# writeback_unit

Fig. 1: writeback_unit, floorplan with the power grid
Bar = 50 µm. Pins as bars on the die edge.
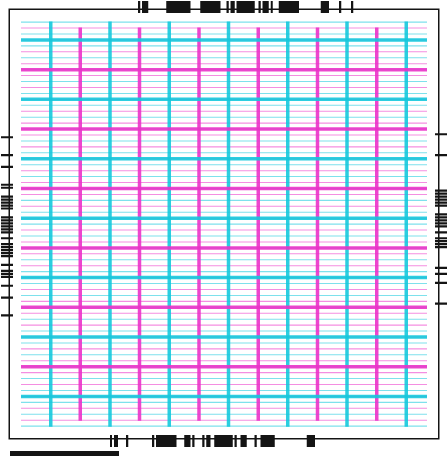
Fig. 2: writeback_unit, placement by cell class
Bar = 50 µm.
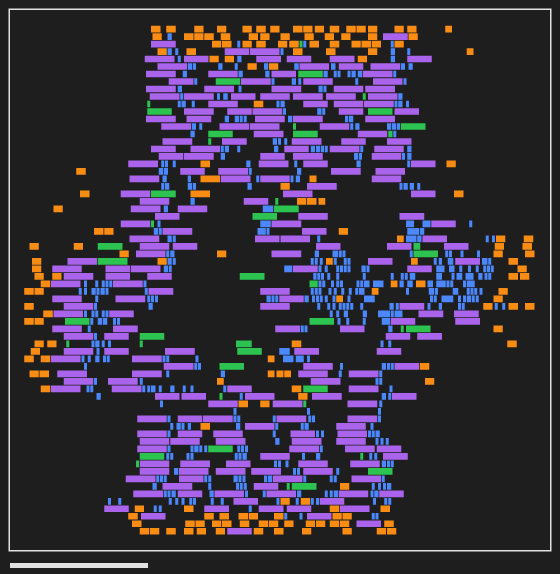
`src/rtl/writeback_unit.sv`:
```
// Writeback stage: per-slot FIFOs feed registered ALU/MEM register-file write ports; one-cycle accept-to-strobe latency.
// Each slot's ready drops when its FIFO is full; same-destination heads hold the MEM slot one cycle so MEM lands last.

module wb_fifo #(
  parameter int W     = 8,
  parameter int DEPTH = 2
) (
  input  logic                   clk,
  input  logic                   reset,
  input  logic                   push_vld,
  output logic                   push_rdy,
  input  logic [W-1:0]           push_dat,
  input  logic                   pop,
  output logic                   head_vld,
  output logic [W-1:0]           head_dat,
  output logic [$clog2(DEPTH):0] count
);
  localparam int PW = $clog2(DEPTH);
  localparam int CW = PW + 1;

  logic [W-1:0]  mem [DEPTH];
  logic [PW-1:0] wr_ptr;
  logic [PW-1:0] rd_ptr;
  logic          push;

  // Ready ignores a same-cycle pop, so a full FIFO never accepts.
  assign push_rdy = (count < CW'(DEPTH)) && reset;
  assign push     = push_vld && push_rdy;
  assign head_vld = (count != '0);
  assign head_dat = mem[rd_ptr];

  always_ff @(posedge clk) begin
    if (push) mem[wr_ptr] <= push_dat;
  end

  always_ff @(posedge clk or negedge reset) begin
    if (!reset) begin
      wr_ptr <= '0;
      rd_ptr <= '0;
      count  <= '0;
    end else begin
      if (push) wr_ptr <= wr_ptr + PW'(1);
      if (pop)  rd_ptr <= rd_ptr + PW'(1);
      case ({push, pop})
        2'b10:   count <= count + CW'(1);
        2'b01:   count <= count - CW'(1);
        default: count <= count;
      endcase
    end
  end
endmodule

module writeback_unit #(
  parameter int DATA_W = 32,
  parameter int REG_W  = 3,
  parameter int DEPTH  = 2
) (
  input  logic              clk,
  input  logic              reset,
  input  logic              alu_valid,
  output logic              alu_ready,
  input  logic [REG_W-1:0]  alu_dst,
  input  logic [DATA_W-1:0] alu_result,
  input  logic              mem_valid,
  output logic              mem_ready,
  input  logic [REG_W-1:0]  mem_dst,
  input  logic [DATA_W-1:0] mem_result,
  output logic              alu_regWrite,
  output logic [REG_W-1:0]  alu_rd,
  output logic [DATA_W-1:0] alu_writeData,
  output logic              mem_regWrite,
  output logic [REG_W-1:0]  mem_rd,
  output logic [DATA_W-1:0] mem_writeData,
  output logic [7:0]        collisions,
  output logic              idle
);
  typedef struct packed {
    logic [REG_W-1:0]  dst;
    logic [DATA_W-1:0] data;
  } entry_t;

  localparam int EW = $bits(entry_t);

  entry_t                alu_in, mem_in, alu_head, mem_head;
  logic                  alu_head_vld, mem_head_vld;
  logic                  alu_pop, mem_pop, collide;
  logic [$clog2(DEPTH):0] alu_count, mem_count;

  assign alu_in = '{dst: alu_dst, data: alu_result};
  assign mem_in = '{dst: mem_dst, data: mem_result};

  wb_fifo #(.W(EW), .DEPTH(DEPTH)) u_alu_fifo (
    .clk      (clk),
    .reset    (reset),
    .push_vld (alu_valid),
    .push_rdy (alu_ready),
    .push_dat (alu_in),
    .pop      (alu_pop),
    .head_vld (alu_head_vld),
    .head_dat (alu_head),
    .count    (alu_count)
  );

  wb_fifo #(.W(EW), .DEPTH(DEPTH)) u_mem_fifo (
    .clk      (clk),
    .reset    (reset),
    .push_vld (mem_valid),
    .push_rdy (mem_ready),
    .push_dat (mem_in),
    .pop      (mem_pop),
    .head_vld (mem_head_vld),
    .head_dat (mem_head),
    .count    (mem_count)
  );

  // MEM is younger in program order: on a shared destination it waits a cycle.
  assign collide = alu_head_vld && mem_head_vld && (alu_head.dst == mem_head.dst);
  assign alu_pop = alu_head_vld;
  assign mem_pop = mem_head_vld && !collide;

  always_ff @(posedge clk or negedge reset) begin
    if (!reset) begin
      alu_regWrite  <= 1'b0;
      alu_rd        <= '0;
      alu_writeData <= '0;
      mem_regWrite  <= 1'b0;
      mem_rd        <= '0;
      mem_writeData <= '0;
      collisions    <= '0;
    end else begin
      alu_regWrite <= alu_pop;
      mem_regWrite <= mem_pop;
      if (alu_pop) begin
        alu_rd        <= alu_head.dst;
        alu_writeData <= alu_head.data;
      end
      if (mem_pop) begin
        mem_rd        <= mem_head.dst;
        mem_writeData <= mem_head.data;
      end
      if (collide && (collisions != 8'hFF)) collisions <= collisions + 8'd1;
    end
  end

  assign idle = (alu_count == '0) && (mem_count == '0) && !alu_regWrite && !mem_regWrite;
endmodule

```
`config.mk`:
```
export PLATFORM = sky130hd
export DESIGN_NAME = writeback_unit
export DESIGN_NICKNAME = d
export VERILOG_FILES = /design/src/rtl/writeback_unit.sv
export SDC_FILE = /design/constraint.sdc
export NUM_CORES = 1
export LEC_CHECK = 0
export ABC_AREA = 1
export ABC_CLOCK_PERIOD_IN_PS = 3800
export CORE_MARGIN = 5
export CORE_UTILIZATION = 25
export CTS_BUF_LIST = sky130_fd_sc_hd__clkbuf_16
export CTS_CLUSTER_DIAMETER = 120
export DETAILED_ROUTE_END_ITERATION = 6
export SYNTH_ARGS = -nofsm -noshare
export SYNTH_HDL_FRONTEND = slang
export SYNTH_SLANG_ARGS = --single-unit
```
`constraint.sdc`:
```
create_clock -name clk -period 3.8 [get_ports clk]
set_clock_uncertainty 0.2 [all_clocks]
set_input_delay 1.14 -clock clk [delete_from_list [all_inputs] [get_ports clk]]
set_output_delay 1.14 -clock clk [all_outputs]
set_load 0.01 [all_outputs]
```
==> ci_impl_report.md <==
## PnR job results

| Metric | Value |
|---|---|
| Flops after synth | `228` |
| Fraction of layout cells with a size suffix above 1 | `6.39%` |
| Finished Layout Cells | `1379` |
| Clk slew on worst S/H paths | `60 ps` |
| Top Registers | `u_alu_fifo.mem: 70 flops, u_mem_fifo.mem: 70 flops` |
| Root Driver | `clkbuf_16` |
| Grt peak-use layer | `met2` |
| Adder Area Share | `0.434%` |
| DR top layer | `met5` |
| Vias in the first global route | `6071` |
| Top delay family on crit path | `buffers and inverters` |
| Syn_nets | `819` |
| Final wirelength | `21900 µm` |
| Final Power | `9.18 mW` |
| Xor/xnor share | `1.01%` |
| Met3 GRT Util | `2.51%` |
| WHS Path Cells | `2` |
| Inverters | `25` |
| GRT Total Usage | `11.2%` |
| Clk cell area share | `6.29%` |
| Area grow syn2layout | `33.1%` |
| Status | `finished clean` |
| Initial antenna violation count | `2` |
| Worst Hold Launch | `mem_writeData[12]` |
| Internal Power | `5.92 mW` |
## Picture notes: Fig. 1
legend:
  magenta:
    net: VDD
  cyan:
    net: VSS
signal pins: 157
met5 straps: 13
met4 straps: 13
rows: 68
met1 rails: 69
Chip Height: 196 µm
VDD IR max: 0.339 mV
Die Width: 196 µm
core box area: 34400 µm²

## Picture notes: Fig. 2
legend:
  orange:
    class: remaining buffers and delay cells
    cells: 172
    share_of_their_area: 16%
  purple:
    class: sequential cells
    cells: 228
    share_of_their_area: 59%
  green:
    class: clock drivers and dummy loads
    cells: 44
    share_of_their_area: 6.6%
  blue:
    class: remaining logic cells
    cells: 479
    share_of_their_area: 19%
Final Util: 33.5%
final instance area: 11500 µm²

## metrics by stage
step	utilization [%]	setup WS [ps]
floorplan	-	144
detailed placement	31.4	461
global route	33.5	127
global placement	31.4	464
finish	33.5	300
CTS	33.5	247
## how the worst max path moves through the flow
stage / endpoint / depth (start not counted) / startpoint
6_report: idle / 4 / u_alu_fifo.count[1]
5_1_grt: u_mem_fifo.count[1] / 13 / u_mem_fifo.rd_ptr
4_1_cts: idle / 4 / u_alu_fifo.count[1]
3_5_place_dp: alu_ready / 4 / reset
3_3_place_gp: mem_ready / 4 / reset
2_1_floorplan: u_alu_fifo.mem[0][0] / 4 / reset

# tilt_bar

<file path="src/rtl/tilt_bar.sv">
// tilt_bar: averages signed tilt samples and drives an LED dot/bar indicator with a sample watchdog and fault state.
// Ports: clk, reset_i (async, active-high); sample_i/sample_valid_i/sample_err_i upstream samples and bus error pulse;
// led_o (bit 0 = most negative tilt), error_led_o (fault), avg_o/avg_valid_o last average and its update pulse.
module tilt_bar #(
  parameter int N_LED    = 9,
  parameter int DATA_W   = 16,
  parameter int AVG_LOG2 = 2,
  parameter int SHIFT    = 8,
  parameter int TIMEOUT  = 1000000,
  parameter int BAR_MODE = 0
) (
  input  logic              clk,
  input  logic              reset_i,
  input  logic [DATA_W-1:0] sample_i,
  input  logic              sample_valid_i,
  input  logic              sample_err_i,
  output logic [N_LED-1:0]  led_o,
  output logic              error_led_o,
  output logic [DATA_W-1:0] avg_o,
  output logic              avg_valid_o
);
  localparam int ACC_W = DATA_W + AVG_LOG2;
  localparam int CNT_W = AVG_LOG2 + 1;
  localparam int WD_W  = $clog2(TIMEOUT + 1);
  localparam int C     = (N_LED - 1) / 2;
  typedef enum logic [1:0] {S_WAIT, S_RUN, S_FAULT} state_t;
  state_t            state_q, state_d;
  logic [ACC_W-1:0]  acc_q, acc_d, sum;
  logic [CNT_W-1:0]  cnt_q, cnt_d;
  logic [WD_W-1:0]   wd_q, wd_d;
  logic [N_LED-1:0]  led_q, led_d, led_new;
  logic [DATA_W-1:0] avg_q, avg_d, avg_new;
  logic              avg_valid_q, avg_valid_d;
  logic              accept, done, timeout;
  logic signed [31:0] step, step_c, pos, lo, hi;
  always_comb begin
    accept  = sample_valid_i && !sample_err_i;
    sum     = acc_q + ACC_W'($signed(sample_i));
    done    = accept && cnt_q == CNT_W'((1 << AVG_LOG2) - 1);
    timeout = !sample_valid_i && state_q != S_FAULT && wd_q == WD_W'(TIMEOUT - 1);
    // floor division of the exact-width sum always fits back into DATA_W
    avg_new = DATA_W'($signed(sum) >>> AVG_LOG2);
    step    = 32'($signed(avg_new) >>> SHIFT);
    step_c  = step > C ? C : (step < -C ? -C : step);
    pos     = C + step_c;
    lo      = pos < C ? pos : C;
    hi      = pos < C ? C : pos;
    for (int i = 0; i < N_LED; i++)
      led_new[i] = (BAR_MODE != 0) ? (i >= lo && i <= hi) : (i == pos);
  end
  always_comb begin
    state_d     = state_q;
    acc_d       = acc_q;
    cnt_d       = cnt_q;
    led_d       = led_q;
    avg_d       = avg_q;
    avg_valid_d = 1'b0;
    wd_d        = (accept || state_q == S_FAULT) ? '0 : wd_q + 1'b1;
    if (sample_err_i || timeout) begin
      state_d = S_FAULT;
      led_d   = '0;
      acc_d   = '0;
      cnt_d   = '0;
    end else if (accept) begin
      // the accumulator is already clear in FAULT, so a sample there starts a fresh average
      acc_d       = done ? '0 : sum;
      cnt_d       = done ? '0 : cnt_q + 1'b1;
      avg_d       = done ? avg_new : avg_q;
      led_d       = done ? led_new : led_q;
      avg_valid_d = done;
      state_d     = done ? S_RUN : (state_q == S_FAULT ? S_WAIT : state_q);
    end
  end
  always_ff @(posedge clk or posedge reset_i) begin
    if (reset_i) begin
      state_q     <= S_WAIT;
      acc_q       <= '0;
      cnt_q       <= '0;
      wd_q        <= '0;
      led_q       <= '0;
      avg_q       <= '0;
      avg_valid_q <= 1'b0;
    end else begin
      state_q     <= state_d;
      acc_q       <= acc_d;
      cnt_q       <= cnt_d;
      wd_q        <= wd_d;
      led_q       <= led_d;
      avg_q       <= avg_d;
      avg_valid_q <= avg_valid_d;
    end
  end
  assign led_o       = led_q;
  assign avg_o       = avg_q;
  assign avg_valid_o = avg_valid_q;
  assign error_led_o = state_q == S_FAULT;
endmodule

</file>
<file path="config.mk">
export PLATFORM = sky130hd
export DESIGN_NAME = tilt_bar
export DESIGN_NICKNAME = d
export VERILOG_FILES = /design/src/rtl/tilt_bar.sv
export SDC_FILE = /design/constraint.sdc
export NUM_CORES = 1
export LEC_CHECK = 0
export CAP_MARGIN = 30
export CORE_UTILIZATION = 45
export CTS_CLUSTER_SIZE = 30
export DETAILED_ROUTE_END_ITERATION = 10
export PLACE_DENSITY_LB_ADDON = 0.15
export SLEW_MARGIN = 30
export SYNTH_ARGS = -nofsm -noshare
export SYNTH_HDL_FRONTEND = slang
export SYNTH_SLANG_ARGS = --single-unit
</file>
<file path="constraint.sdc">
create_clock -name clk -period 6 [get_ports clk]
set_input_delay 0.6 -clock clk [delete_from_list [all_inputs] [get_ports clk]]
set_output_delay 0.6 -clock clk [all_outputs]
set_load 0.01 [all_outputs]
</file>
Fig. 3: tilt_bar, floorplan with the power grid
Bar = 20 µm. Pins as bars on the die edge.
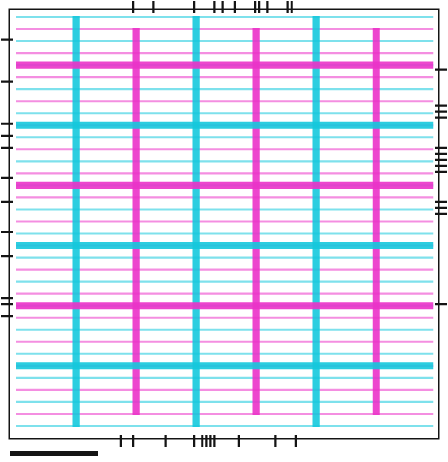
legend:
  cyan:
    net: VSS
  magenta:
    net: VDD
met4 straps: 6
rows: 34
met5 straps: 6
met1 rails: 35
Die Width: 96.8 µm
Chip Height: 96.8 µm
core box area: 8720 µm²

Fig. 4: tilt_bar, placement by cell class
Bar = 20 µm.
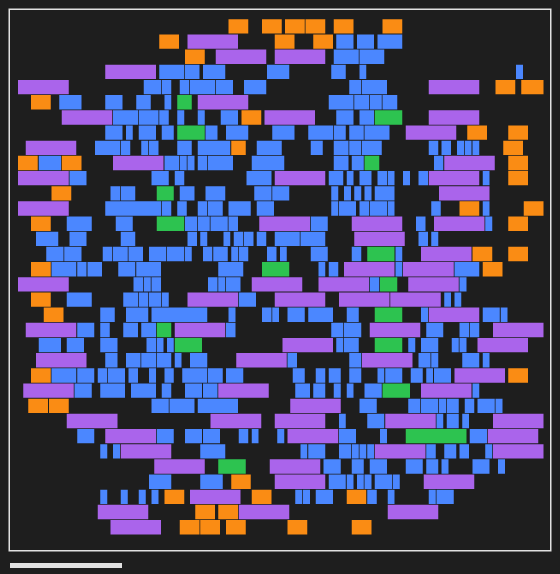
legend:
  blue:
    class: remaining logic cells
    cells: 318
    share_of_their_area: 48%
  green:
    class: clock drivers and dummy loads
    cells: 16
    share_of_their_area: 4.5%
  orange:
    class: remaining buffers and delay cells
    cells: 48
    share_of_their_area: 10%
  purple:
    class: sequential cells
    cells: 69
    share_of_their_area: 37%
fraction of area in registers: 36.0%
final instance area: 4790 µm²
Final Util: 55.0%

==> ci_impl_report.md <==
## PnR job results

| Metric | Value |
|---|---|
| Sequential cell area fraction in the yosys report | `42.7%` |
| Inverters | `7` |
| Final wirelength | `8620 µm` |
| CTS max path bufs | `2` |
| CP cell instances | `clkdlybuf4s50_1, ha_1, fa_1, a21oi_2, a2111oi_4, nor3_2, o211ai_2, xor2_2, and4_4, nand2b_1, ha_1, or2_1, nand3b_1, ha_1, or4_1, nor4_1, nor2b_1, o21ai_1, o21ai_1` |
| Final Slew Violations | `0` |
| Dominant flop cell | `dfrtp_1` |
| Top delay family on crit path | `simple AND/OR/NAND/NOR gates` |
| Slew headroom | `44.4%` |
| Top cells by count | `dfrtp_1 (69), nand2_1 (50), nor2_1 (30), ha_1 (26), xor2_1 (19)` |
| Stages on worst setup path | `19` |
| Status | `finished clean` |
| Site Rows | `34` |
| Leading area contributor after synthesis | `dfrtp_1` |
| CP startpoint | `sample_i[0]` |
| Syn_nets | `448` |
| Syn Std Cell Area | `4040 µm²` |
| Finished Layout Cells | `559` |
| DP Area | `4580 µm²` |
| VDD IR max | `0.163 mV` |
| Min-Delay Endpoint | `wd_q[0]` |
| Non-clk bufs | `48` |
| Flops after synth | `69` |
| Yosys top cell by instances | `dfrtp_1` |
| Largest stage delay on the critical path | `590 ps` |
## cell families after synthesis
group / count (synthesis) / share of synthesized area, %
simple gates: 143 / 18.4
buf+inv: 21 / 2.41
xor+xnor: 35 / 8.23
compound gates: 95 / 16.7
mux: 11 / 3.03
flops: 69 / 42.7
fa+ha+maj: 27 / 8.54
## routing by layer
metal,global-route usage (%),part of all wire [%]
met1,26.3,46
met2,34.3,48
met3,3.54,3.6
met4,7.23,1.6
met5,0,0
## report_power, final
part	internal [mW]	switching, mW
Sequential	0.510	0.0258
Clock	0.206	0.193
Combinational	0.236	0.289

# uart_rx

<file path="src/rtl/uart_rx.sv">
// 8N1 UART receiver with mid-bit sampling and a one-entry valid/ready holding register.
// Serial input is double-flopped; all decisions use the synchronised copy rx_s.
// Optional even-parity support is compiled in with the UART_RX_PARITY_EN macro.
module uart_rx #(
    parameter int unsigned CLK_FREQ     = 50_000_000,
    parameter int unsigned BAUD_RATE    = 115_200,
    parameter int unsigned CLKS_PER_BIT = CLK_FREQ / BAUD_RATE,
    parameter int unsigned HALF_BIT     = CLKS_PER_BIT / 2
) (
    input  logic       rx_clk,
    input  logic       rx_rst,
    input  logic       rx_input,
    output logic [7:0] rx_data,
    output logic       rx_valid,
    input  logic       rx_ready,
    output logic       rx_frame_err,
    output logic       rx_overrun,
    output logic       rx_parity_err
);

    localparam logic [15:0] CntBitLast  = 16'(CLKS_PER_BIT - 1);
    localparam logic [15:0] CntHalfLast = 16'(HALF_BIT - 1);

    typedef enum logic [2:0] {
        StIdle,
        StStart,
        StData,
        StParity,
        StStop,
        StBreak
    } state_t;

    state_t      state;
    logic        rx_sync1;
    logic        rx_s;
    logic [15:0] cnt;
    logic [2:0]  bit_idx;
    logic [7:0]  shift;
    logic        parity_ok;

`ifdef UART_RX_PARITY_EN
    logic par_bit;
    // Even parity: data bits plus parity bit must hold an even number of ones.
    assign parity_ok = ~^{shift, par_bit};
`else
    assign parity_ok     = 1'b1;
    assign rx_parity_err = 1'b0;
`endif

    // Two-flop synchroniser for the asynchronous serial line (idles high).
    always_ff @(posedge rx_clk or posedge rx_rst) begin
        if (rx_rst) begin
            rx_sync1 <= 1'b1;
            rx_s     <= 1'b1;
        end else begin
            rx_sync1 <= rx_input;
            rx_s     <= rx_sync1;
        end
    end

    // Receive FSM, holding register and error pulses.
    always_ff @(posedge rx_clk or posedge rx_rst) begin
        if (rx_rst) begin
            state        <= StIdle;
            cnt          <= '0;
            bit_idx      <= '0;
            shift        <= '0;
            rx_data      <= '0;
            rx_valid     <= 1'b0;
            rx_frame_err <= 1'b0;
            rx_overrun   <= 1'b0;
`ifdef UART_RX_PARITY_EN
            par_bit       <= 1'b0;
            rx_parity_err <= 1'b0;
`endif
        end else begin
            rx_frame_err <= 1'b0;
            rx_overrun   <= 1'b0;
`ifdef UART_RX_PARITY_EN
            rx_parity_err <= 1'b0;
`endif
            // Drain; a delivery in the STOP branch below overrides this.
            if (rx_valid && rx_ready) begin
                rx_valid <= 1'b0;
            end

            unique case (state)
                StIdle: begin
                    cnt     <= '0;
                    bit_idx <= '0;
                    if (!rx_s) begin
                        state <= StStart;
                    end
                end

                StStart: begin
                    if (cnt == CntHalfLast) begin
                        cnt <= '0;
                        if (!rx_s) begin
                            state   <= StData;
                            bit_idx <= '0;
                        end else begin
                            // Glitch shorter than half a bit: ignore silently.
                            state <= StIdle;
                        end
                    end else begin
                        cnt <= cnt + 16'd1;
                    end
                end

                StData: begin
                    if (cnt == CntBitLast) begin
                        cnt            <= '0;
                        shift[bit_idx] <= rx_s;
                        bit_idx        <= bit_idx + 3'd1;
                        if (bit_idx == 3'd7) begin
`ifdef UART_RX_PARITY_EN
                            state <= StParity;
`else
                            state <= StStop;
`endif
                        end
                    end else begin
                        cnt <= cnt + 16'd1;
                    end
                end

`ifdef UART_RX_PARITY_EN
                StParity: begin
                    if (cnt == CntBitLast) begin
                        cnt     <= '0;
                        par_bit <= rx_s;
                        state   <= StStop;
                    end else begin
                        cnt <= cnt + 16'd1;
                    end
                end
`endif

                StStop: begin
                    if (cnt == CntBitLast) begin
                        cnt <= '0;
                        if (!rx_s) begin
                            // Framing error takes priority over any parity mismatch.
                            rx_frame_err <= 1'b1;
                            state        <= StBreak;
                        end else begin
                            // Leave at mid-stop so a back-to-back start edge is caught.
                            state <= StIdle;
                            if (!parity_ok) begin
`ifdef UART_RX_PARITY_EN
                                rx_parity_err <= 1'b1;
`endif
                            end else if (!rx_valid || rx_ready) begin
                                rx_data  <= shift;
                                rx_valid <= 1'b1;
                            end else begin
                                rx_overrun <= 1'b1;
                            end
                        end
                    end else begin
                        cnt <= cnt + 16'd1;
                    end
                end

                StBreak: begin
                    // Line held low: wait for idle so no repeated bytes appear.
                    if (rx_s) begin
                        state <= StIdle;
                    end
                end

                default: begin
                    state <= StIdle;
                end
            endcase
        end
    end

endmodule
</file>
<file path="config.mk">
export PLATFORM = sky130hd
export DESIGN_NAME = uart_rx
export DESIGN_NICKNAME = d
export VERILOG_FILES = /design/src/rtl/uart_rx.sv
export SDC_FILE = /design/constraint.sdc
export NUM_CORES = 1
export LEC_CHECK = 0
export CAP_MARGIN = 20
export CORE_ASPECT_RATIO = 1.4
export CORE_MARGIN = 5
export CORE_UTILIZATION = 50
export CTS_CLUSTER_DIAMETER = 30
export DETAILED_ROUTE_END_ITERATION = 12
export PLACE_DENSITY = 0.7
export SLEW_MARGIN = 10
export SYNTH_ARGS = -nofsm -noshare
export SYNTH_HDL_FRONTEND = slang
export SYNTH_SLANG_ARGS = --single-unit
export TNS_END_PERCENT = 5
</file>
<file path="constraint.sdc">
create_clock -name rx_clk -period 3.5 [get_ports rx_clk]
set_input_delay 0.7 -clock rx_clk [delete_from_list [all_inputs] [get_ports rx_clk]]
set_output_delay 0.7 -clock rx_clk [all_outputs]
set_load 0.02 [all_outputs]
</file>
Fig. 5: uart_rx, floorplan with the power grid
Bar = 20 µm. Pins as bars on the die edge.
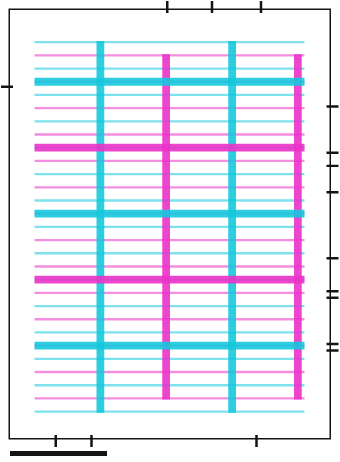
legend:
  cyan:
    net: VSS
  magenta:
    net: VDD
signal pins: 16
met5 straps: 5
rows: 28
met1 rails: 29
met4 straps: 4
core box area: 4240 µm²
VDD IR max: 0.222 mV
Die Width: 65.9 µm
Chip Height: 88.2 µm

==> ci_impl_report.md <==
## PnR job results

| Metric | Value |
|---|---|
| Met2 Track Usage GR | `29.4%` |
| Status | `finished clean` |
| Initial antenna violation count | `0` |
| Combinational Area | `1020 µm²` |
| Switching share of total power | `18.3%` |
| FF-to-FF Start | `cnt[13]` |
| # clk buffers | `6` |
| Final instance area | `2480 µm²` |
| Area fraction in mux cells | `9.79%` |
| Top delay family on crit path | `simple AND/OR/NAND/NOR gates` |
| Grt peak-use layer | `met2` |
| Vias per cell | `5.79` |
| Final wirelength | `4170 µm` |
| Unrepaired setup endpoints after global routing | `no` |
| Area grow syn2layout | `13.7%` |
| WP data required | `3680 ps` |
| Post-CTS sizing | `0` |
| First-pass GRT wire length | `7510 µm` |
| Synth Warn # | `0` |
| Final Power | `965 µW` |
| HPWL after detailed placement | `2970 µm` |
| Area fraction in compound gates | `13.6%` |
| # IOs | `16` |
| Adder Area Share | `2.86%` |
| Min-Delay Endpoint | `rx_s` |
| Chip Area, Yosys | `2190 µm²` |
| Final Setup Violations | `0` |
| Crit-path slowest cell | `or3_1` |
| Clock share of power | `46.5%` |
Fig. 6: uart_rx, placement by cell class
Bar = 20 µm.
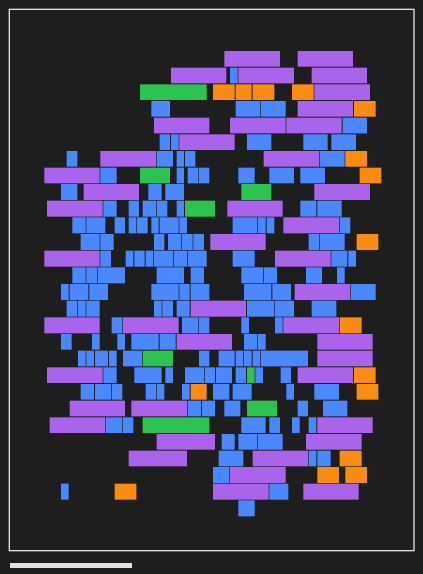
legend:
  blue:
    class: remaining logic cells
    cells: 152
    share_of_their_area: 43%
  orange:
    class: remaining buffers and delay cells
    cells: 16
    share_of_their_area: 6.4%
  purple:
    class: sequential cells
    cells: 43
    share_of_their_area: 45%
  green:
    class: clock drivers and dummy loads
    cells: 8
    share_of_their_area: 5.5%
Site Rows: 28
Final Util: 58.6%

## placed cells by master, fill, tap and decap left out, types with 6 or more instances in the layout
cell,n
a21o_1,7
a21oi_1,6
a31oi_1,7
clkdlybuf4s50_1,14
dfrtp_1,41
mux2_2,19
nand2_1,19
nand3_1,7
nor2_1,12
nor3_1,7
o21ai_0,12
## state kept, by name (all words and copies together) (netlist names)
name          flops
bit_idx           3
rx_data           8
shift             8
rx_overrun        1
rx_valid          1
cnt              16
rx_s              1
state             3
rx_frame_err      1
rx_sync1          1

# rotary_enc

Fig. 7: rotary_enc, routing congestion
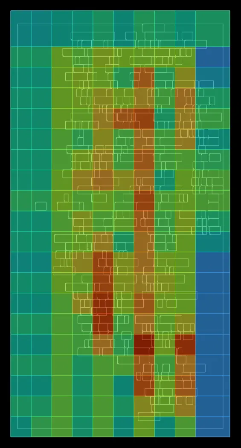
Fig. 8: rotary_enc, floorplan with the power grid
Bar = 20 µm. Pins as bars on the die edge.
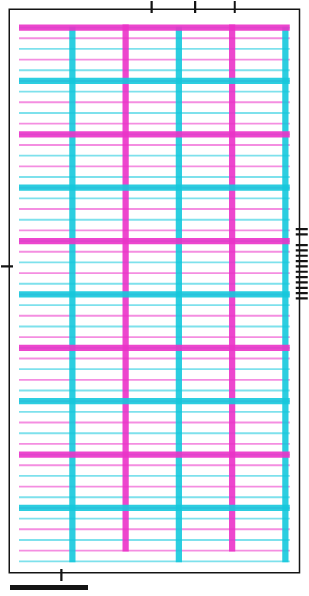
$ cat src/rtl/rotary_enc.sv
// rotary_enc: quadrature encoder decoder for the panel rotary selector.
// enc_a, enc_b and enc_sw are synchronized and debounced. A debounced
// falling edge on A steps a one-hot position by +1 (B high) or -1 (B low).
// A debounced press of the push button yields a one-cycle strobe.
// Define ROTARY_WRAP_EN to make the position wrap at the ends. Without it,
// the position saturates at the ends.

// One input channel: two-flop synchronizer followed by a counting debouncer.
module rotary_enc_chan #(
    parameter logic [15:0] DEBOUNCE = 16'd50000
) (
    input  logic clk_sys,
    input  logic rst_n,
    input  logic din,
    output logic level
);

    logic        meta_q, meta_d;
    logic        sync_q, sync_d;
    logic        db_q,   db_d;
    logic [15:0] cnt_q,  cnt_d;

    // Synchronizer shift and debounce counter next-state.
    always_comb begin
        meta_d = din;
        sync_d = meta_q;
        db_d   = db_q;
        cnt_d  = '0;
        if (sync_q != db_q) begin
            if (cnt_q == DEBOUNCE - 16'd1) begin
                db_d  = ~db_q;
                cnt_d = '0;
            end else begin
                cnt_d = cnt_q + 16'd1;
            end
        end
    end

    // Channel state registers; reset to the idle-high level.
    always_ff @(posedge clk_sys) begin
        if (!rst_n) begin
            meta_q <= 1'b1;
            sync_q <= 1'b1;
            db_q   <= 1'b1;
            cnt_q  <= '0;
        end else begin
            meta_q <= meta_d;
            sync_q <= sync_d;
            db_q   <= db_d;
            cnt_q  <= cnt_d;
        end
    end

    assign level = db_q;

endmodule

module rotary_enc #(
    parameter logic [15:0] DEBOUNCE  = 16'd50000,
    parameter int          POSITIONS = 11
) (
    input  logic        clk_sys,
    input  logic        rst_n,
    input  logic        enc_a,
    input  logic        enc_b,
    input  logic        enc_sw,
    output logic [10:0] rotary_bus,
    output logic        moved,
    output logic        sw_press
);

    localparam logic [3:0] POS_MAX = 4'(POSITIONS - 1);

    logic       a_db, b_db, sw_db;
    logic       a_prev_q, a_prev_d;
    logic       sw_prev_q, sw_prev_d;
    logic       a_fall, sw_fall;
    logic [3:0] pos_q, pos_d;
    logic       moved_q, moved_d;
    logic       sw_press_q, sw_press_d;

    rotary_enc_chan #(.DEBOUNCE(DEBOUNCE)) u_chan_a (
        .clk_sys (clk_sys),
        .rst_n   (rst_n),
        .din     (enc_a),
        .level   (a_db)
    );

    rotary_enc_chan #(.DEBOUNCE(DEBOUNCE)) u_chan_b (
        .clk_sys (clk_sys),
        .rst_n   (rst_n),
        .din     (enc_b),
        .level   (b_db)
    );

    rotary_enc_chan #(.DEBOUNCE(DEBOUNCE)) u_chan_sw (
        .clk_sys (clk_sys),
        .rst_n   (rst_n),
        .din     (enc_sw),
        .level   (sw_db)
    );

    // Falling-edge detection on the debounced A and push-button levels.
    always_comb begin
        a_prev_d  = a_db;
        sw_prev_d = sw_db;
        a_fall    = a_prev_q & ~a_db;
        sw_fall   = sw_prev_q & ~sw_db;
    end

    // Position stepping; moved is raised only when pos actually changes.
    always_comb begin
        pos_d   = pos_q;
        moved_d = 1'b0;
        if (a_fall) begin
            if (b_db) begin
                if (pos_q != POS_MAX) begin
                    pos_d   = pos_q + 4'd1;
                    moved_d = 1'b1;
                end
`ifdef ROTARY_WRAP_EN
                else begin
                    pos_d   = '0;
                    moved_d = 1'b1;
                end
`endif
            end else begin
                if (pos_q != '0) begin
                    pos_d   = pos_q - 4'd1;
                    moved_d = 1'b1;
                end
`ifdef ROTARY_WRAP_EN
                else begin
                    pos_d   = POS_MAX;
                    moved_d = 1'b1;
                end
`endif
            end
        end
    end

    // Press strobe follows the debounced button falling edge.
    always_comb begin
        sw_press_d = sw_fall;
    end

    // Edge-history, position and strobe registers.
    always_ff @(posedge clk_sys) begin
        if (!rst_n) begin
            a_prev_q   <= 1'b1;
            sw_prev_q  <= 1'b1;
            pos_q      <= '0;
            moved_q    <= 1'b0;
            sw_press_q <= 1'b0;
        end else begin
            a_prev_q   <= a_prev_d;
            sw_prev_q  <= sw_prev_d;
            pos_q      <= pos_d;
            moved_q    <= moved_d;
            sw_press_q <= sw_press_d;
        end
    end

    // One-hot decode of the registered position.
    always_comb begin
        rotary_bus = 11'd1 << pos_q;
    end

    assign moved    = moved_q;
    assign sw_press = sw_press_q;

endmodule

$ cat config.mk
export PLATFORM = sky130hd
export DESIGN_NAME = rotary_enc
export DESIGN_NICKNAME = d
export VERILOG_FILES = /design/src/rtl/rotary_enc.sv
export SDC_FILE = /design/constraint.sdc
export NUM_CORES = 1
export LEC_CHECK = 0
export CORE_ASPECT_RATIO = 2
export CORE_MARGIN = 2
export CORE_UTILIZATION = 30
export DETAILED_ROUTE_END_ITERATION = 16
export PLACE_DENSITY = 0.57
export SLEW_MARGIN = 5
export SYNTH_ARGS = -nofsm -noshare
export SYNTH_HDL_FRONTEND = slang
export SYNTH_SLANG_ARGS = --single-unit
export TNS_END_PERCENT = 100
$ cat constraint.sdc
create_clock -name clk_sys -period 3.75 [get_ports clk_sys]
set_input_delay 0.5625 -clock clk_sys [delete_from_list [all_inputs] [get_ports clk_sys]]
set_output_delay 0.5625 -clock clk_sys [all_outputs]
set_load 0.005 [all_outputs]
==> ci_impl_report.md <==
## PnR job results

| Metric | Value |
|---|---|
| Initial antenna violation count | `0` |
| Max-cap check violation count | `0` |
| Total clock sinks | `65` |
| Worst Setup EP | `rotary_bus[1]` |
| Synth Warn # | `0` |
| Final Power | `1.47 mW` |
| Worst flop-to-flop path endpoint | `u_chan_b.cnt_q[7]` |
| Crit path capture type | `output port` |
| Crit path launch type | `register` |
| Leak | `1.20 nW` |
| Worst Hold Launch | `sw_prev_q` |
| Grt total ovfl | `0` |
| Buffer share of cell area | `5.17%` |
| Status | `finished clean` |
| GRT Total Usage | `11.9%` |
About Fig. 7:
Final Util: 36.6%
met1 Track Usage GR: 11.6%
grt peak-use layer: met2

About Fig. 8:
legend:
  magenta:
    net: VDD
  cyan:
    net: VSS
met5 straps: 10
met1 rails: 51
met4 straps: 5
Die Width: 73.6 µm
VDD IR max: 0.262 mV
Chip Height: 143 µm
core box area: 9380 µm²

state kept, by name (all words and copies together) (netlist names), 4 cells and up:
signal,flops
u_chan_a.cnt_q,16
u_chan_b.cnt_q,16
u_chan_sw.cnt_q,16
pos_q,4
power by group:
| group | switching, mW | internal, mW | leakage, nW |
|---|---|---|---|
| Clock | 0.294 | 0.462 | 0.135 |
| Sequential | 0.00216 | 0.695 | 0.525 |
| Combinational | 0.00980 | 0.00759 | 0.540 |
| Total | 0.306 | 1.16 | 1.20 |
critical path: stages (launching register included):
cell and delay (ps):
dfxtp_1 540, nand2b_1 160, nor3_1 150, clkdlybuf4s50_1 520

# uart_frame_parser

Fig. 9: uart_frame_parser, floorplan with the power grid
Bar = 20 µm. Pins as bars on the die edge.
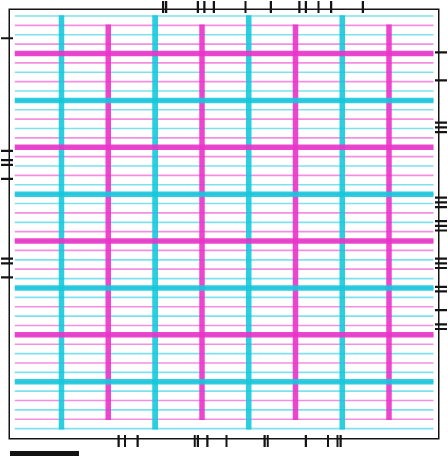
Fig. 10: uart_frame_parser, placement by cell class
Bar = 20 µm.
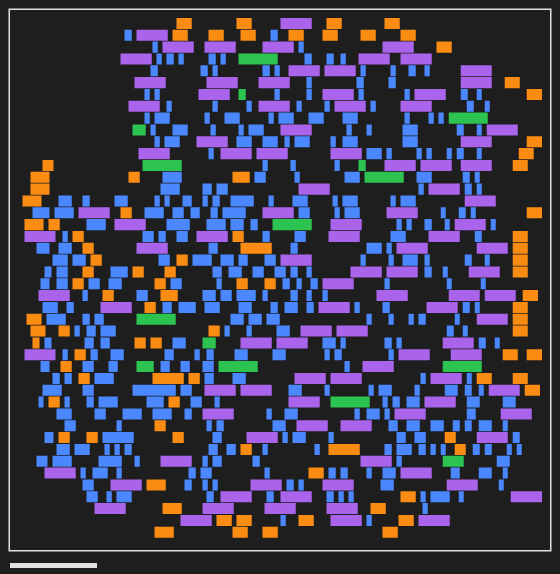
Fig. 11: uart_frame_parser, clock network drawn from the DEF
Bar = 20 µm.
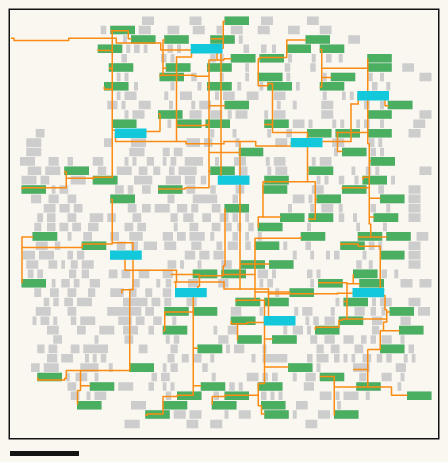
==> config.mk <==
export PLATFORM = sky130hd
export DESIGN_NAME = uart_frame_parser
export DESIGN_NICKNAME = d
export VERILOG_FILES = /design/src/rtl/uart_frame_parser.sv
export SDC_FILE = /design/constraint.sdc
export NUM_CORES = 1
export LEC_CHECK = 0
export CELL_PAD_IN_SITES_DETAIL_PLACEMENT = 1
export CELL_PAD_IN_SITES_GLOBAL_PLACEMENT = 2
export CORE_UTILIZATION = 31
export DETAILED_ROUTE_END_ITERATION = 12
export PLACE_DENSITY_LB_ADDON = 0.2
export SKIP_CTS_REPAIR_TIMING = 1
export SLEW_MARGIN = 20
export SYNTH_ARGS = -nofsm -noshare
export SYNTH_HDL_FRONTEND = slang
export SYNTH_SLANG_ARGS = --single-unit
export TNS_END_PERCENT = 1
==> constraint.sdc <==
create_clock -name clk -period 2.4 [get_ports clk]
set_clock_uncertainty 0.05 [all_clocks]
set_input_delay 0.6 -clock clk [delete_from_list [all_inputs] [get_ports clk]]
set_output_delay 0.6 -clock clk [all_outputs]
set_load 0.02 [all_outputs]
==> src/rtl/uart_frame_parser.sv <==
// Frame decoder behind the UART receiver: SYNC, LEN, PAYLOAD[LEN], CHK.
// Publishes verified payloads; drops bad length, bad checksum or stalled frames.
module uart_frame_parser #(
    parameter int         MAX_PAYLOAD    = 4,
    parameter logic [7:0] SYNC_BYTE      = 8'hAA,
    parameter int         TIMEOUT_CYCLES = 8700
) (
    input  logic                     clk,
    input  logic                     reset,
    input  logic [7:0]               byte_in,
    input  logic                     byte_valid,
    output logic [8*MAX_PAYLOAD-1:0] payload_out,
    output logic [3:0]               payload_len,
    output logic                     frame_valid,
    output logic                     frame_error,
    output logic [1:0]               error_code,
    output logic                     busy
);

    localparam int CW = $clog2(TIMEOUT_CYCLES + 1);
    localparam logic [CW-1:0] TO_LAST = CW'(TIMEOUT_CYCLES - 1);

    typedef enum logic [1:0] {
        IDLE    = 2'd0,
        LEN     = 2'd1,
        PAYLOAD = 2'd2,
        CHK     = 2'd3
    } state_t;

    state_t                   state, state_n;
    logic [8*MAX_PAYLOAD-1:0] wbuf, wbuf_n;
    logic [3:0]               idx, idx_n;
    logic [3:0]               len, len_n;
    logic [7:0]               sum, sum_n;
    logic [CW-1:0]            cnt, cnt_n;
    logic [8*MAX_PAYLOAD-1:0] payload_n;
    logic [3:0]               plen_n;
    logic [1:0]               code_n;
    logic                     fv_n, fe_n, busy_n;
    logic                     timeout;

    always_ff @(posedge clk) begin
        if (reset) begin
            state       <= IDLE;
            wbuf        <= '0;
            idx         <= '0;
            len         <= '0;
            sum         <= '0;
            cnt         <= '0;
            payload_out <= '0;
            payload_len <= '0;
            error_code  <= '0;
            frame_valid <= 1'b0;
            frame_error <= 1'b0;
            busy        <= 1'b0;
        end else begin
            state       <= state_n;
            wbuf        <= wbuf_n;
            idx         <= idx_n;
            len         <= len_n;
            sum         <= sum_n;
            cnt         <= cnt_n;
            payload_out <= payload_n;
            payload_len <= plen_n;
            error_code  <= code_n;
            frame_valid <= fv_n;
            frame_error <= fe_n;
            busy        <= busy_n;
        end
    end

    // A byte landing on the final cycle wins over the timeout.
    assign timeout = (state != IDLE) && !byte_valid && (cnt == TO_LAST);

    always_comb begin
        state_n   = state;
        wbuf_n    = wbuf;
        idx_n     = idx;
        len_n     = len;
        sum_n     = sum;
        payload_n = payload_out;
        plen_n    = payload_len;
        code_n    = error_code;
        fv_n      = 1'b0;
        fe_n      = 1'b0;
        if (state == IDLE || byte_valid) cnt_n = '0;
        else                             cnt_n = cnt + CW'(1);

        unique case (state)
            IDLE: begin
                if (byte_valid && byte_in == SYNC_BYTE) state_n = LEN;
            end
            LEN: begin
                if (byte_valid) begin
                    if (byte_in == 8'd0 || byte_in > 8'(MAX_PAYLOAD)) begin
                        code_n  = 2'd1;
                        fe_n    = 1'b1;
                        state_n = IDLE;
                    end else begin
                        len_n   = byte_in[3:0];
                        sum_n   = byte_in;
                        idx_n   = '0;
                        wbuf_n  = '0;
                        state_n = PAYLOAD;
                    end
                end
            end
            PAYLOAD: begin
                if (byte_valid) begin
                    for (int i = 0; i < MAX_PAYLOAD; i++) begin
                        if (idx == 4'(i)) wbuf_n[8*i +: 8] = byte_in;
                    end
                    sum_n = sum + byte_in;
                    idx_n = idx + 4'd1;
                    if (idx == len - 4'd1) state_n = CHK;
                end
            end
            CHK: begin
                if (byte_valid) begin
                    if (byte_in == sum) begin
                        payload_n = wbuf;
                        plen_n    = len;
                        fv_n      = 1'b1;
                    end else begin
                        code_n = 2'd2;
                        fe_n   = 1'b1;
                    end
                    state_n = IDLE;
                end
            end
            default: state_n = IDLE;
        endcase

        if (timeout) begin
            state_n = IDLE;
            code_n  = 2'd3;
            fe_n    = 1'b1;
            cnt_n   = '0;
        end

        busy_n = (state_n != IDLE);
    end

endmodule

==> ci_impl_report.md <==
## PnR job results

| Metric | Value |
|---|---|
| Status | `finished clean` |
| Buffer share of cell area | `14.9%` |
| Dpl cells | `755` |
| Area fraction of the dominant cell type after synthesis | `45.5%` |
| Switching share of total power | `23.1%` |
| Register share of total power | `52.9%` |
| Site Rows | `44` |
| Flops after synth | `105` |
| CTS max path bufs | `2` |
| Pre-CTS setup slack | `-546 ps` |
| Non-clk bufs | `91` |
| Period utilization | `91.3%` |
| Met2 Track Usage GR | `26.7%` |
| # clk buffers | `10` |
| Met3 GRT Util | `4.08%` |
| Vias per cell | `4.85` |
| Mapped Avg Cell Area | `9.01 µm²` |
| Flop count | `105` |
| Leading area contributor after synthesis | `dfxtp_1` |
| Inverters | `10` |
| Comb power | `125 µW` |
| Worst Max-Slew Pin Slew | `658 ps` |
## Picture notes: Fig. 9
legend:
  magenta:
    net: VDD
  cyan:
    net: VSS
signal pins: 52
rows: 44
met1 rails: 45
VDD IR max: 0.348 mV
Chip Height: 124 µm
core box area: 14500 µm²
Die Width: 124 µm

## Picture notes: Fig. 10
legend:
  green:
    class: clock drivers and dummy loads
    cells: 15
    share_of_their_area: 5.0%
  orange:
    class: remaining buffers and delay cells
    cells: 91
    share_of_their_area: 16%
  blue:
    class: remaining logic cells
    cells: 376
    share_of_their_area: 42%
  purple:
    class: sequential cells
    cells: 105
    share_of_their_area: 38%
final instance area: 5820 µm²
fraction of area in registers: 36.1%
Final Util: 40.0%

## Picture notes: Fig. 11
legend:
  cyan:
    item: clock-net drivers
    count: 9
  orange:
    item: clock wires
    length: 1420 µm
  green:
    item: flip-flops
    count: 105
flops lie: all over the die
clk pwr: 1.42 mW
Late-Pin Clk Latency: 360 ps
clock share of power: 43.3%

worst max-delay path: stages:
cell	delay (ps)
dlymetal6s2s_1	130
or4_4	580
a2111oi_4	350
buf_6	190
o21a_4	230
mux2i_1	210
nor2_1	50
final timing paths:
path	start	end	slack, ps	cells after the start
setup / recovery	byte_in[3]	wbuf[4]	210	7
hold / removal	cnt[0]	cnt[0]	400	1
hold reg to reg	cnt[0]	cnt[0]	400	1
setup reg to reg	sum[1]	sum[7]	340	6

# seg7_scan_decoder

Fig. 12: seg7_scan_decoder, floorplan with the power grid
Bar = 20 µm. Pins as bars on the die edge.
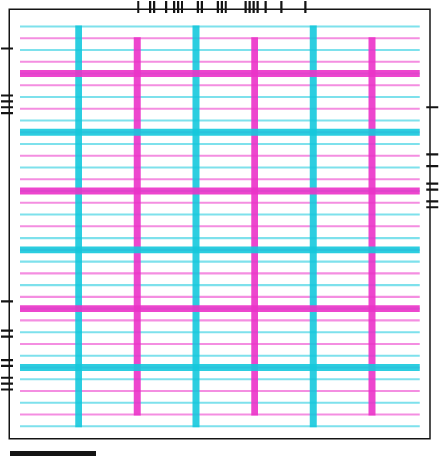
Fig. 13: seg7_scan_decoder, placement by cell class
Bar = 20 µm.
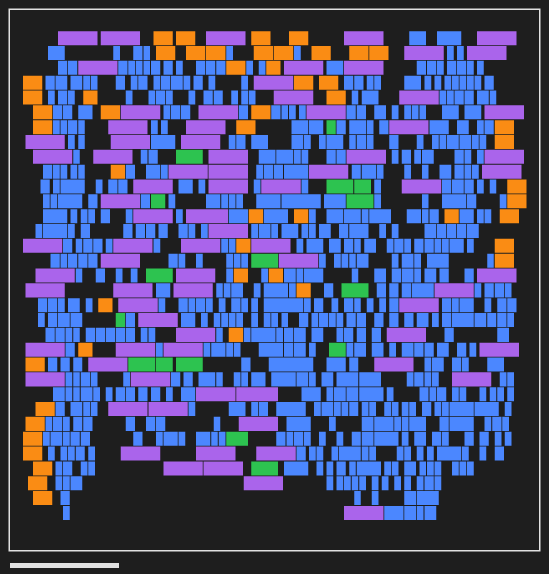
`config.mk`:
```
export PLATFORM = sky130hd
export DESIGN_NAME = seg7_scan_decoder
export DESIGN_NICKNAME = d
export VERILOG_FILES = /design/src/rtl/seg7_scan_decoder.sv
export SDC_FILE = /design/constraint.sdc
export NUM_CORES = 1
export LEC_CHECK = 0
export ABC_AREA = 1
export CAP_MARGIN = 5
export CORE_AREA = 2 2 95 97
export CTS_CLUSTER_DIAMETER = 30
export DETAILED_ROUTE_END_ITERATION = 10
export DIE_AREA = 0 0 97 99
export PLACE_DENSITY = 0.79
export SETUP_SLACK_MARGIN = 0.02
export SLEW_MARGIN = 20
export SYNTH_ARGS = -nofsm -noshare
export SYNTH_HDL_FRONTEND = slang
export SYNTH_SLANG_ARGS = --single-unit
```
`constraint.sdc`:
```
create_clock -name clk_d -period 3 [get_ports clk_d]
set_input_delay 0.45 -clock clk_d [delete_from_list [all_inputs] [get_ports clk_d]]
set_output_delay 0.45 -clock clk_d [all_outputs]
set_load 0.02 [all_outputs]
```
`src/rtl/seg7_scan_decoder.sv`:
```
// Multiplexed 4-digit seven-segment scan decoder: captures one digit per strobe,
// converts a good frame to binary over four cycles and tracks frame stability.
module seg7_scan_decoder #(
  parameter int CHECK_DP      = 1,
  parameter int STABLE_FRAMES = 2
) (
  input  logic        clk_d,
  input  logic        reset,
  input  logic [7:0]  codificacion,
  input  logic [3:0]  digito,
  output logic [13:0] value,
  output logic        frame_valid,
  output logic        frame_err,
  output logic        stable,
  output logic [7:0]  err_count
);

  typedef enum logic [2:0] {S_IDLE, S_C3, S_C2, S_C1, S_C0} state_t;

  localparam logic [3:0] STABLE_TH = 4'(STABLE_FRAMES);

  // Returns {ok, blank, digit}; segments are active-low a..g.
  function automatic logic [5:0] seg_decode(input logic [6:0] seg);
    case (seg)
      7'b0000001: seg_decode = {2'b10, 4'd0};
      7'b1001111: seg_decode = {2'b10, 4'd1};
      7'b0010010: seg_decode = {2'b10, 4'd2};
      7'b0000110: seg_decode = {2'b10, 4'd3};
      7'b1001100: seg_decode = {2'b10, 4'd4};
      7'b0100100: seg_decode = {2'b10, 4'd5};
      7'b0100000: seg_decode = {2'b10, 4'd6};
      7'b0001111: seg_decode = {2'b10, 4'd7};
      7'b0000000: seg_decode = {2'b10, 4'd8};
      7'b0000100: seg_decode = {2'b10, 4'd9};
      7'b1111111: seg_decode = {2'b11, 4'd0};
      default:    seg_decode = {2'b00, 4'd0};
    endcase
  endfunction

  function automatic logic [13:0] mac10(input logic [13:0] acc, input logic [3:0] d);
    mac10 = (acc << 3) + (acc << 1) + {10'd0, d};
  endfunction

  logic [1:0]  r_exp;
  logic [3:0]  r_d0, r_d1, r_d2;
  logic [2:0]  r_bad;
  logic        r_bad_pend;
  logic [15:0] r_buf;
  logic [13:0] r_acc;
  logic [3:0]  r_cnt;
  state_t      r_state, w_next;

  logic [5:0]  w_dec;
  logic [3:0]  w_onehot;
  logic        w_store, w_restart, w_seq_err, w_bad, w_last, w_start, w_err, w_conv_done;
  logic [1:0]  w_slot;
  logic [13:0] w_new_value;
  logic [3:0]  w_cnt_next;

  assign w_dec     = seg_decode(codificacion[6:0]);
  assign w_onehot  = 4'd1 << r_exp;
  assign w_store   = (digito == w_onehot) || (digito == 4'd1);
  assign w_restart = (digito == 4'd1) && (r_exp != 2'd0);
  assign w_seq_err = (digito != 4'd0) && !w_store;
  assign w_slot    = (digito == 4'd1) ? 2'd0 : r_exp;
  // A blank is a leading zero, but the units digit is always lit.
  assign w_bad     = !w_dec[5] || ((CHECK_DP != 0) && !codificacion[7]) ||
                     (w_dec[4] && (w_slot == 2'd0));
  assign w_last    = w_store && (w_slot == 2'd3);
  assign w_start   = w_last && !w_bad && (r_bad == 3'b000);
  assign w_err     = w_seq_err || w_restart || r_bad_pend;

  assign w_conv_done = (r_state == S_C0);
  assign w_new_value = mac10(r_acc, r_buf[3:0]);
  assign w_cnt_next  = (w_new_value != value) ? 4'd1 :
                       (r_cnt == 4'd15)       ? 4'd15 : r_cnt + 4'd1;

  // Capture stage: one slot per strobe, slot 3 hands the frame to conversion
  always_ff @(posedge clk_d) begin
    if (reset) begin
      r_exp      <= 2'd0;
      r_d0       <= 4'd0;
      r_d1       <= 4'd0;
      r_d2       <= 4'd0;
      r_bad      <= 3'b000;
      r_bad_pend <= 1'b0;
      r_buf      <= 16'd0;
    end else begin
      r_bad_pend <= w_last && !w_start;
      if (w_store) begin
        case (w_slot)
          2'd0:    begin r_d0 <= w_dec[3:0]; r_bad[0] <= w_bad; end
          2'd1:    begin r_d1 <= w_dec[3:0]; r_bad[1] <= w_bad; end
          2'd2:    begin r_d2 <= w_dec[3:0]; r_bad[2] <= w_bad; end
          default: ;
        endcase
        r_exp <= w_slot + 2'd1;
      end else if (digito != 4'd0) begin
        r_exp <= 2'd0;
      end
      if (w_start) r_buf <= {w_dec[3:0], r_d2, r_d1, r_d0};
    end
  end

  always_ff @(posedge clk_d) begin
    if (reset) r_state <= S_IDLE;
    else       r_state <= w_next;
  end

  always_comb begin
    w_next = r_state;
    case (r_state)
      S_IDLE:  w_next = S_IDLE;
      S_C3:    w_next = S_C2;
      S_C2:    w_next = S_C1;
      S_C1:    w_next = S_C0;
      S_C0:    w_next = S_IDLE;
      default: w_next = S_IDLE;
    endcase
    // A new frame can only complete while idle or on the final conversion step.
    if (w_start) w_next = S_C3;
  end

  // Conversion stage: most significant digit first, acc = acc*10 + d
  always_ff @(posedge clk_d) begin
    if (reset) begin
      r_acc       <= 14'd0;
      value       <= 14'd0;
      frame_valid <= 1'b0;
    end else begin
      frame_valid <= 1'b0;
      case (r_state)
        S_C3:    r_acc <= {10'd0, r_buf[15:12]};
        S_C2:    r_acc <= mac10(r_acc, r_buf[11:8]);
        S_C1:    r_acc <= mac10(r_acc, r_buf[7:4]);
        S_C0:    begin value <= w_new_value; frame_valid <= 1'b1; end
        default: ;
      endcase
    end
  end

  // Status stage: error pulse/count and stability tracking
  always_ff @(posedge clk_d) begin
    if (reset) begin
      frame_err <= 1'b0;
      err_count <= 8'd0;
      r_cnt     <= 4'd0;
      stable    <= 1'b0;
    end else begin
      frame_err <= w_err;
      if (w_err && (err_count != 8'hFF)) err_count <= err_count + 8'd1;
      if (w_err) begin
        r_cnt  <= 4'd0;
        stable <= 1'b0;
      end else if (w_conv_done) begin
        r_cnt  <= w_cnt_next;
        stable <= (w_cnt_next >= STABLE_TH);
      end
    end
  end

endmodule

```
==> ci_impl_report.md <==
## PnR job results

| Metric | Value |
|---|---|
| Status | `finished clean` |
| Post-route DRC violation count | `0` |
| Hold_buf cts | `0` |
| Crit path launch type | `register` |
| Crit path capture type | `register` |
| Leading area contributor after synthesis | `dfxtp_1` |
| Buffer share of cell area | `8.38%` |
| GRT Total Usage | `23.7%` |
| TritonRoute pass-1 iters | `5` |
| Slew headroom | `63.9%` |
| Dpl cells | `877` |
| Post-CTS Setup Repair Bufs | `0` |
| DR top layer | `met4` |
| Top cells, area | `dfxtp_1 (32%), nand2_1 (12%), inv_1 (8.2%), a21oi_1 (6.2%), o21ai_0 (5.7%)` |
| Psw | `506 µW` |
| CP startpoint | `r_state[1]` |
| Hold Vio Cnt, Final | `0` |
About Fig. 12:
legend:
  magenta:
    net: VDD
  cyan:
    net: VSS
met4 straps: 6
rows: 34
Chip Height: 99 µm
core box area: 8550 µm²
Die Width: 97 µm
VDD IR max: 0.305 mV

About Fig. 13:
legend:
  purple:
    class: sequential cells
    cells: 79
    share_of_their_area: 28%
  orange:
    class: remaining buffers and delay cells
    cells: 51
    share_of_their_area: 8.6%
  green:
    class: clock drivers and dummy loads
    cells: 16
    share_of_their_area: 3.2%
  blue:
    class: remaining logic cells
    cells: 642
    share_of_their_area: 60%
Final Util: 66.7%
final instance area: 5700 µm²
Site Rows: 34
fraction of area in registers: 27.8%

[state kept, by name, summed over array words and instances, names as in the netlist]
name / count
r_cnt: 4
stable: 1
r_d2: 4
frame_err: 1
r_bad_pend: 1
err_count: 8
r_state: 3
value: 14
frame_valid: 1
r_d0: 4
r_buf: 16
r_exp: 2
r_bad: 3
r_acc: 13
r_d1: 4
[stage by stage]
stage               instance area, µm²  total power, mW  hold slack [ps]  setup slack, ps
finish                            5700             1.92              452              324
detailed placement                5480             1.21              444              217
global placement                  5480             1.20              439              274
floorplan                         4960             1.16              425              421
global route                      5700             2.00              477             42.4
CTS                               5660             1.94              457              212


## Gallery

Routing congestion.
Plate I
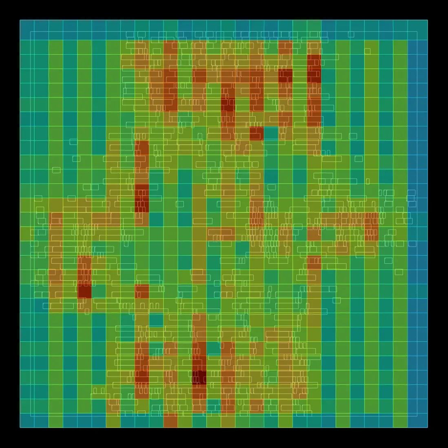
Plate II
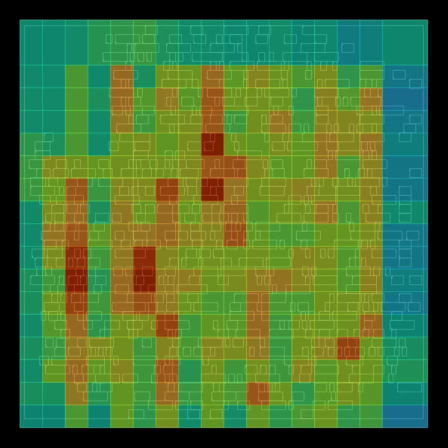
Plate III
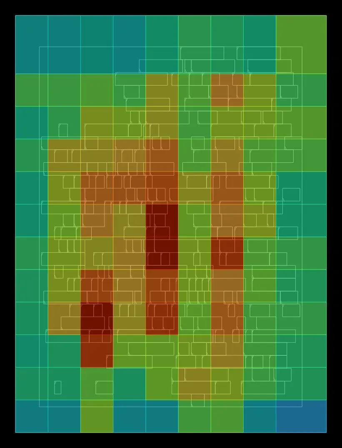
Plate IV
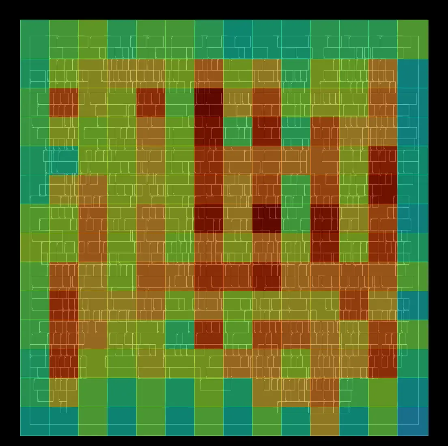
Plate V
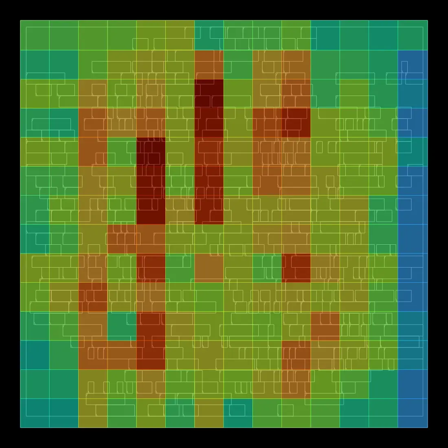
Plate III -> uart_rx
Plate I -> writeback_unit
Plate II -> uart_frame_parser
Plate V -> tilt_bar
Plate IV -> seg7_scan_decoder
Of these, highest track usage: Plate IV
Of these, lowest track usage: Plate I

Power figures rest on the tool's default switching activity, not on a simulated workload.
